==================== colparity_theta_engine
$ cat src/rtl/colparity_theta_engine_pkg.sv
// Shared types and helpers for the column-parity theta engine.
package colparity_theta_engine_pkg;

  typedef enum logic [2:0] {
    IDLE  = 3'd0,
    PASS1 = 3'd1,
    PASS2 = 3'd2,
    FLUSH = 3'd3,
    DONE  = 3'd4
  } state_t;

  localparam logic MODE_THETA  = 1'b0;
  localparam logic MODE_PARITY = 1'b1;

  // Position of lane bit A[x][y] inside a slice word.
  function automatic int bit_idx(input int dim, input int x, input int y);
    return dim * y + x;
  endfunction

endpackage

$ cat src/rtl/colparity_slice.sv
// Combinational column parity and theta step for one DIM x DIM slice.
module colparity_slice
  import colparity_theta_engine_pkg::*;
#(
  parameter int  DIM = 5,
  localparam int W   = DIM * DIM
) (
  input  logic [W-1:0]   slice,
  input  logic [DIM-1:0] prev_par,
  output logic [DIM-1:0] par,
  output logic [W-1:0]   theta
);

  function automatic logic [DIM-1:0] col_parity(input logic [W-1:0] s);
    logic [DIM-1:0] p;
    p = {DIM{1'b0}};
    for (int x = 0; x < DIM; x++) begin
      for (int y = 0; y < DIM; y++) begin
        p[x] = p[x] ^ s[bit_idx(DIM, x, y)];
      end
    end
    return p;
  endfunction

  // Column parity of the current slice.
  always_comb begin
    par = col_parity(slice);
  end

  // Left neighbour from this slice, right neighbour from the previous slice.
  always_comb begin
    theta = {W{1'b0}};
    for (int x = 0; x < DIM; x++) begin
      for (int y = 0; y < DIM; y++) begin
        theta[bit_idx(DIM, x, y)] = slice[bit_idx(DIM, x, y)]
                                  ^ par[(x + DIM - 1) % DIM]
                                  ^ prev_par[(x + 1) % DIM];
      end
    end
  end

endmodule

$ cat src/rtl/colparity_theta_engine.sv
// Two-pass engine: pass 1 collects column parities, pass 2 writes theta(state);
// parity mode writes the parity plane during pass 1 and stops there.
module colparity_theta_engine
  import colparity_theta_engine_pkg::*;
#(
  parameter int  DIM    = 5,
  parameter int  DEPTH  = 64,
  localparam int ADDR_W = $clog2(DEPTH),
  localparam int W      = DIM * DIM
) (
  input  logic              clk,
  input  logic              rst,
  input  logic              start,
  input  logic              mode,
  output logic [ADDR_W-1:0] cnt_value,
  input  logic [W-1:0]      line_in,
  output logic              write_enable,
  output logic [ADDR_W-1:0] write_addr,
  output logic [W-1:0]      write_value,
  output logic              busy,
  output logic              donee
);

  localparam logic [ADDR_W-1:0] ZERO_A = {ADDR_W{1'b0}};
  localparam logic [ADDR_W-1:0] LAST_A = ADDR_W'(DEPTH - 1);
  localparam logic [ADDR_W-1:0] ONE_A  = ADDR_W'(1);

  state_t            state_r, state_s;
  logic              mode_r, mode_s;
  logic [ADDR_W-1:0] cnt_s, waddr_s, prev_addr_s;
  logic              we_s, done_s, busy_s, par_we_s;
  logic [W-1:0]      wval_s, theta_s;
  logic [DIM-1:0]    par_s, prev_par_s;
  logic [DIM-1:0]    par_mem_r [DEPTH];

  // Slice z-1 wraps to DEPTH-1 at z=0; its parity was stored during pass 1.
  assign prev_addr_s = (cnt_value == ZERO_A) ? LAST_A : cnt_value - ONE_A;
  assign prev_par_s  = par_mem_r[prev_addr_s];

  colparity_slice #(.DIM(DIM)) u_slice (
    .slice    (line_in),
    .prev_par (prev_par_s),
    .par      (par_s),
    .theta    (theta_s)
  );

  // Next-state, counter and write-port decode.
  always_comb begin
    state_s  = state_r;
    mode_s   = mode_r;
    cnt_s    = cnt_value;
    we_s     = 1'b0;
    waddr_s  = write_addr;
    wval_s   = write_value;
    done_s   = 1'b0;
    par_we_s = 1'b0;
    case (state_r)
      IDLE: begin
        cnt_s = ZERO_A;
        if (start) begin
          state_s = PASS1;
          mode_s  = mode;
        end else begin
          state_s = IDLE;
        end
      end
      PASS1: begin
        par_we_s = 1'b1;
        if (mode_r == MODE_PARITY) begin
          we_s    = 1'b1;
          waddr_s = cnt_value;
          wval_s  = {{(W - DIM){1'b0}}, par_s};
        end else begin
          we_s = 1'b0;
        end
        if (cnt_value == LAST_A) begin
          cnt_s   = ZERO_A;
          state_s = (mode_r == MODE_PARITY) ? FLUSH : PASS2;
        end else begin
          cnt_s = cnt_value + ONE_A;
        end
      end
      PASS2: begin
        we_s    = 1'b1;
        waddr_s = cnt_value;
        wval_s  = theta_s;
        if (cnt_value == LAST_A) begin
          cnt_s   = ZERO_A;
          state_s = FLUSH;
        end else begin
          cnt_s = cnt_value + ONE_A;
        end
      end
      FLUSH: begin
        cnt_s   = ZERO_A;
        done_s  = 1'b1;
        state_s = DONE;
      end
      DONE: begin
        cnt_s = ZERO_A;
        if (start) begin
          done_s = 1'b1;
        end else begin
          state_s = IDLE;
        end
      end
      default: begin
        cnt_s   = ZERO_A;
        state_s = IDLE;
      end
    endcase
    busy_s = (state_s == PASS1) || (state_s == PASS2);
  end

  // Control state and registered outputs.
  always_ff @(posedge clk or negedge rst) begin
    if (!rst) begin
      state_r      <= IDLE;
      mode_r       <= MODE_THETA;
      cnt_value    <= ZERO_A;
      write_enable <= 1'b0;
      write_addr   <= ZERO_A;
      write_value  <= {W{1'b0}};
      busy         <= 1'b0;
      donee        <= 1'b0;
    end else begin
      state_r      <= state_s;
      mode_r       <= mode_s;
      cnt_value    <= cnt_s;
      write_enable <= we_s;
      write_addr   <= waddr_s;
      write_value  <= wval_s;
      busy         <= busy_s;
      donee        <= done_s;
    end
  end

  // Parity plane store; contents survive reset and are rewritten every pass 1.
  always_ff @(posedge clk) begin
    if (par_we_s) begin
      par_mem_r[cnt_value] <= par_s;
    end
  end

endmodule

$ cat config.mk
export PLATFORM = sky130hd
export DESIGN_NAME = colparity_theta_engine
export DESIGN_NICKNAME = d
export VERILOG_FILES = /design/src/rtl/colparity_theta_engine_pkg.sv /design/src/rtl/colparity_slice.sv /design/src/rtl/colparity_theta_engine.sv
export SDC_FILE = /design/constraint.sdc
export NUM_CORES = 1
export LEC_CHECK = 0
export ABC_AREA = 1
export CAP_MARGIN = 25
export CELL_PAD_IN_SITES_DETAIL_PLACEMENT = 1
export CELL_PAD_IN_SITES_GLOBAL_PLACEMENT = 2
export CORE_MARGIN = 2
export CORE_UTILIZATION = 40
export CTS_CLUSTER_DIAMETER = 120
export CTS_CLUSTER_SIZE = 24
export DETAILED_ROUTE_END_ITERATION = 8
export MAX_ROUTING_LAYER = met4
export PLACE_DENSITY_LB_ADDON = 0.15
export SLEW_MARGIN = 20
export SYNTH_ARGS = -nofsm -noshare
export SYNTH_HDL_FRONTEND = slang
export SYNTH_SLANG_ARGS = --single-unit
export TNS_END_PERCENT = 50
$ cat constraint.sdc
create_clock -name clk -period 3.95 [get_ports clk]
set_input_delay 1.185 -clock clk [delete_from_list [all_inputs] [get_ports clk]]
set_output_delay 1.185 -clock clk [all_outputs]
set_load 0.01 [all_outputs]
==================== sync_fifo_param
$ cat config.mk
export PLATFORM = sky130hd
export DESIGN_NAME = sync_fifo_param
export DESIGN_NICKNAME = d
export VERILOG_FILES = /design/src/rtl/sync_fifo_param.sv
export SDC_FILE = /design/constraint.sdc
export NUM_CORES = 1
export LEC_CHECK = 0
export CAP_MARGIN = 20
export CELL_PAD_IN_SITES_DETAIL_PLACEMENT = 1
export CELL_PAD_IN_SITES_GLOBAL_PLACEMENT = 1
export CORE_MARGIN = 10
export CORE_UTILIZATION = 53
export CTS_CLUSTER_SIZE = 40
export DETAILED_ROUTE_END_ITERATION = 10
export PLACE_DENSITY_LB_ADDON = 0.1
export SYNTH_ARGS = -nofsm -noshare
export SYNTH_HDL_FRONTEND = slang
export SYNTH_SLANG_ARGS = --single-unit
$ cat constraint.sdc
create_clock -name clk -period 12.6 [get_ports clk]
set_clock_uncertainty 0.15 [all_clocks]
set_input_delay 1.89 -clock clk [delete_from_list [all_inputs] [get_ports clk]]
set_output_delay 1.89 -clock clk [all_outputs]
set_load 0.05 [all_outputs]
$ cat src/rtl/sync_fifo_param.sv
`default_nettype none
// ============================================================================
// sync_fifo_param : single-clock FIFO, configurable size, standard or FWFT read
// Revision 1.0
// ============================================================================
module sync_fifo_param #(
  parameter int WIDTH      = 16,
  parameter int ADDR_WIDTH = 3,
  parameter int FWFT       = 0,
  parameter int AF_LEVEL   = 6,
  parameter int AE_LEVEL   = 2
) (
  input  logic                  clk,
  input  logic                  reset,
  input  logic [WIDTH-1:0]      i_data_in,
  input  logic                  i_put,
  input  logic                  i_get,
  input  logic                  i_clear_err,
  output logic [WIDTH-1:0]      o_data_out,
  output logic                  o_data_valid,
  output logic [ADDR_WIDTH:0]   o_fillcount,
  output logic                  o_empty,
  output logic                  o_full,
  output logic                  o_almost_full,
  output logic                  o_almost_empty,
  output logic                  o_overflow,
  output logic                  o_underflow
);

  localparam int                 DEPTH   = 1 << ADDR_WIDTH;
  localparam logic [ADDR_WIDTH:0] C_DEPTH = (ADDR_WIDTH+1)'(DEPTH);
  localparam logic [ADDR_WIDTH:0] C_AF    = (ADDR_WIDTH+1)'(AF_LEVEL);
  localparam logic [ADDR_WIDTH:0] C_AE    = (ADDR_WIDTH+1)'(AE_LEVEL);

  logic [WIDTH-1:0]      r_mem [DEPTH];
  logic [ADDR_WIDTH:0]   r_wr_ptr;
  logic [ADDR_WIDTH:0]   r_rd_ptr;
  logic                  r_overflow;
  logic                  r_underflow;

  logic [ADDR_WIDTH:0]   w_count;
  logic                  w_empty;
  logic                  w_full;
  logic                  w_wr_accept;
  logic                  w_rd_accept;
  logic [ADDR_WIDTH-1:0] w_wr_idx;
  logic [ADDR_WIDTH-1:0] w_rd_idx;

  // Extra pointer MSB makes wr-rd distinguish a full FIFO from an empty one.
  assign w_count     = r_wr_ptr - r_rd_ptr;
  assign w_empty     = (w_count == '0);
  assign w_full      = (w_count == C_DEPTH);
  assign w_wr_accept = i_put && !w_full;
  assign w_rd_accept = i_get && !w_empty;
  assign w_wr_idx    = r_wr_ptr[ADDR_WIDTH-1:0];
  assign w_rd_idx    = r_rd_ptr[ADDR_WIDTH-1:0];

  assign o_fillcount    = w_count;
  assign o_empty        = w_empty;
  assign o_full         = w_full;
  assign o_almost_full  = (w_count >= C_AF);
  assign o_almost_empty = (w_count <= C_AE);
  assign o_overflow     = r_overflow;
  assign o_underflow    = r_underflow;

  always_ff @(posedge clk) begin
    if (reset) begin
      r_wr_ptr <= '0;
      r_rd_ptr <= '0;
    end else begin
      if (w_wr_accept) begin
        r_wr_ptr <= r_wr_ptr + 1'b1;
      end
      if (w_rd_accept) begin
        r_rd_ptr <= r_rd_ptr + 1'b1;
      end
    end
  end

  always_ff @(posedge clk) begin
    if (!reset && w_wr_accept) begin
      r_mem[w_wr_idx] <= i_data_in;
    end
  end

  // A new error in the same cycle as clear_err leaves the flag set.
  always_ff @(posedge clk) begin
    if (reset) begin
      r_overflow  <= 1'b0;
      r_underflow <= 1'b0;
    end else begin
      if (i_put && w_full) begin
        r_overflow <= 1'b1;
      end else if (i_clear_err) begin
        r_overflow <= 1'b0;
      end
      if (i_get && w_empty) begin
        r_underflow <= 1'b1;
      end else if (i_clear_err) begin
        r_underflow <= 1'b0;
      end
    end
  end

  generate
    if (FWFT != 0) begin : g_fwft
      assign o_data_out   = r_mem[w_rd_idx];
      assign o_data_valid = !w_empty;
    end else begin : g_std
      logic [WIDTH-1:0] r_data_out;
      logic             r_data_valid;

      always_ff @(posedge clk) begin
        if (reset) begin
          r_data_out   <= '0;
          r_data_valid <= 1'b0;
        end else begin
          r_data_valid <= w_rd_accept;
          if (w_rd_accept) begin
            r_data_out <= r_mem[w_rd_idx];
          end
        end
      end

      assign o_data_out   = r_data_out;
      assign o_data_valid = r_data_valid;
    end
  endgenerate

endmodule
`default_nettype wire

Figure 1. Metal 1 (sync_fifo_param).
The bar under the picture is 50 µm long. Supply wires on this layer in grey.
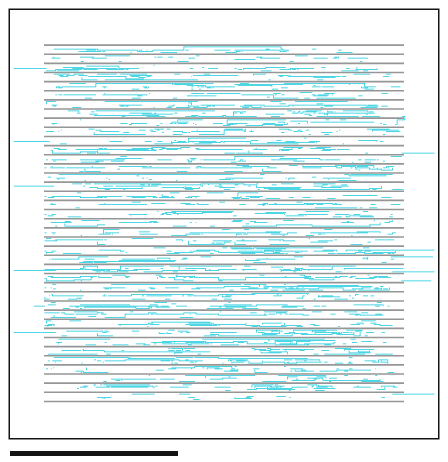
main direction = horizontal
nets with wire on the layer = 401
share of all routed wire = 41%
wire length on this layer = 5420 µm
Total Wirelength: 13200 µm
via count: 3268
met1 usage: 20.2%

==> flow_summary.toml, sync_fifo_param <==
# implementation run metrics
[route]
wl_met1_um = 5420
vias_per_cell = 5.86
top_layer_used = "met4"
avgRoutedWirePerCell_um = 23.6
drtPass1Iterations = 4
drc = 0

[global_routing]
met3_usage_pct = 4.05

[cts]
cts_hold_buffers = 0
cts_resized = 0
clk_path_buf_depth = 2
cts.sinks = 155
clockRootBuffer = "clkbuf_16"

[yosys]
ys_sh_xor_pct = 0.839
synth_nets = 369
synthArstFlopShare_pct = 0
netlist.area_leader.share_pct = 62.9
syn_area_um2 = 6110
synthCells = 342

[floorplan]
die_y_um = 127
core-area_um2 = 11400

[cells_and_area]
diodes = 0
regArea_um2 = 4390
nets = 429
drive_gt1_share_pct = 24.1
fill_cells = 986

[place]
place_ws_ps = 6390
place_area_um2 = 6800
place_hpwl_um = 7710
dp_cells = 526

[sta]
finalClockPeriodUsage_pct = 52.5
max_slew_margin_pct = 43.2

[power_and_ir_drop]
power.share.clock_pct = 26.7
power_switching_mw = 0.658
p_comb_mw = 0.665
leakage_nw = 2.39
power.share.sequential_pct = 36.3

[min_path]
whs_endpoint = "o_underflow$_SDFFE_PP0P_"

[flow_run]
cap_violations = 0

[setup_path]
critPathSlowestCell = "clkinv_1"

[outcome]
status = "complete, no violations"
-- sync_fifo_param: cell families after synthesis --
group	Yosys count
compound gates	27
buf+inv	26
mux	37
fa+ha+maj	6
flops	155
simple gates	86
xor+xnor	5
-- sync_fifo_param: how the worst max path moves through the flow --
stage,cells after the start,to,from,slack [ps]
3_3_place_gp,6,o_full,r_rd_ptr[1]$_SDFFE_PP0P_,6520
3_5_place_dp,6,o_full,r_rd_ptr[1]$_SDFFE_PP0P_,6390
6_report,6,o_full,r_rd_ptr[1]$_SDFFE_PP0P_,5980
4_1_cts,6,o_full,r_rd_ptr[1]$_SDFFE_PP0P_,5930
2_1_floorplan,6,o_full,r_rd_ptr[1]$_SDFFE_PP0P_,7150
5_1_grt,6,o_full,r_rd_ptr[1]$_SDFFE_PP0P_,5710
-- sync_fifo_param: area by class of cell --
| cell class | instances | area share, % |
|---|---|---|
| clock buffer | 24 | 6.69 |
| clock inverter | 8 | 0.919 |
| inverter | 8 | 0.408 |
| multi-input combinational | 161 | 22.3 |
| sequential | 155 | 59.6 |
| tap | 143 | 2.43 |
| timing repair buffer | 59 | 7.62 |
Figure 2. Metal 3 (colparity_theta_engine).
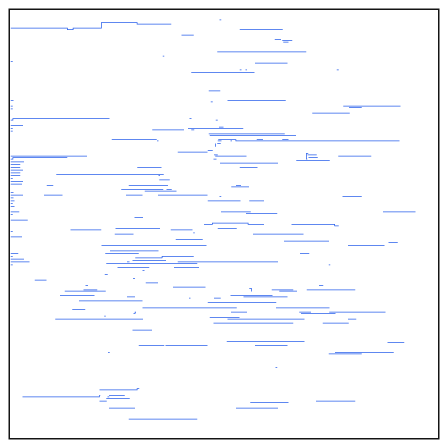
longest straight run = 79.8 µm
wire length on this layer = 2440 µm
main direction = horizontal
share of all routed wire = 4.8%
nets with wire on the layer = 111

==> flow_summary.toml, colparity_theta_engine <==
# implementation run metrics
[outcome]
status = "complete, no violations"

[sta]
fin_setup_tns_ps = 0
worst_slew_pin_slew_ps = 1000
worst_slack_ps = 374

[power_and_ir_drop]
power.share.clock_pct = 17.6
powerSeq_mw = 4.59
power_frac_comb_pct = 45.6
power.share.sequential_pct = 36.8
powerDensity_nw_per_um2 = 656
leakage_nw = 7.57

[global_routing]
grt_pass1_vias = 12400
grt_overflow = 0
grt_max_degree = 139

[flow_run]
cap_violations = 0
warnings = 30

[cts]
worstSkewPairLatency_ps = 550
cts_resized = 0

[cells_and_area]
nClkBuffers = 32
final-clk-cell-share_pct = 2.86
ff_count = 364
nets = 1735
logic_gates = 974
dominant_cells = "flip-flops and latches"
inverters = 211
final_common_cell = "nand3_1"
diodes = 0

[route]
wl_um = 50700
wl_met2_um = 24500
via_count = 12100

[setup_path]
path_buffers = 4
critPathMaxFanout = 16
end_kind = "flip-flop"
cp-start-kind = "flip-flop"

[floorplan]
rows = 75
core-area_um2 = 41800
ios = 69

[yosys]
ys_top_logic_family = "simple AND/OR/NAND/NOR gates"
syn_area_um2 = 16800
ys_sh_simple_pct = 24.9

[place]
place_hpwl_um = 31500
==> colparity_theta_engine: stage by stage <==
step | area, µm² | util (%)
after CTS | 19000 | 45.5
final | 19000 | 45.6
after global routing | 19000 | 45.6
after global placement | 18500 | 44.2
after detailed placement | 18500 | 44.2
after floorplan | 16900 | -
==> colparity_theta_engine: worst register-to-register path, cell delays in order (launching register included) <==
cell and delay, ps:
dfrtp_4 520, inv_1 220, ha_2 240, nand3_4 260
inv_2 170, nor3_2 60, inv_1 720, nand3_1 360
nand3_1 270, nand3_1 200, nand2_2 190, inv_2 80
nand2_1 70, nand3_1 80, nand2_1 80
==> colparity_theta_engine: final timing paths <==
kind	slack, ps	end	startpoint
max	370	write_value[17]$_DFFE_PN0P_	cnt_value[0]$_DFF_PN0_
min	490	write_value[22]$_DFFE_PN0P_	write_value[22]$_DFFE_PN0P_
max reg2reg	370	write_value[17]$_DFFE_PN0P_	cnt_value[0]$_DFF_PN0_
min reg2reg	490	write_value[22]$_DFFE_PN0P_	write_value[22]$_DFFE_PN0P_
max in group asynchronous	2470	state_r[2]$_DFF_PN0_	rst
min in group asynchronous	750	write_value[4]$_DFFE_PN0P_	rst

==> gallery <==
Routing congestion.
Plate I
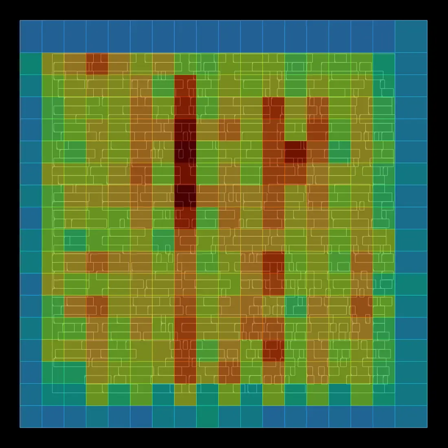
Plate II
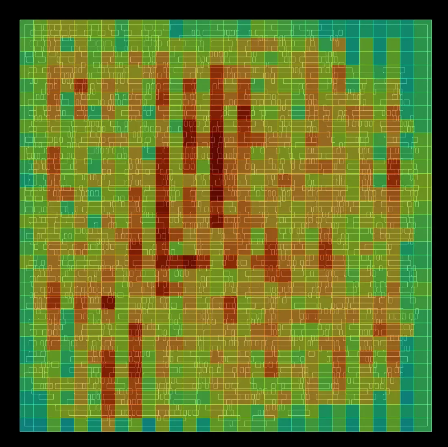
Plate II comes from colparity_theta_engine.
Plate I comes from sync_fifo_param.
The one with the highest track usage is Plate II.
The one with the highest utilization is Plate I.



==> screenshots <==
The metal 2 layer.
Cells faint in the background.
(a)
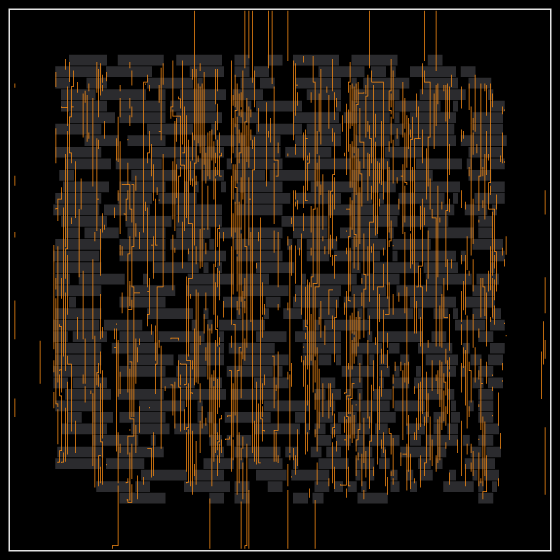
(b)
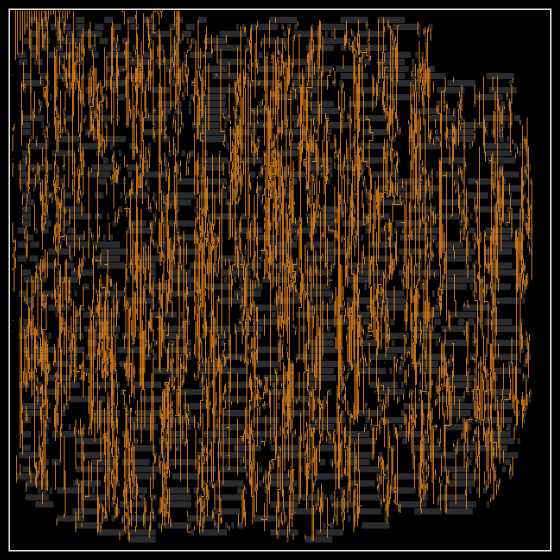
(a) is sync_fifo_param.
(b) is colparity_theta_engine.

Key to (b):
longest straight run = 94.9 µm
nets with wire on the layer = 1406
wire length on this layer = 24.5 mm
main direction = vertical
share of all routed wire = 48%

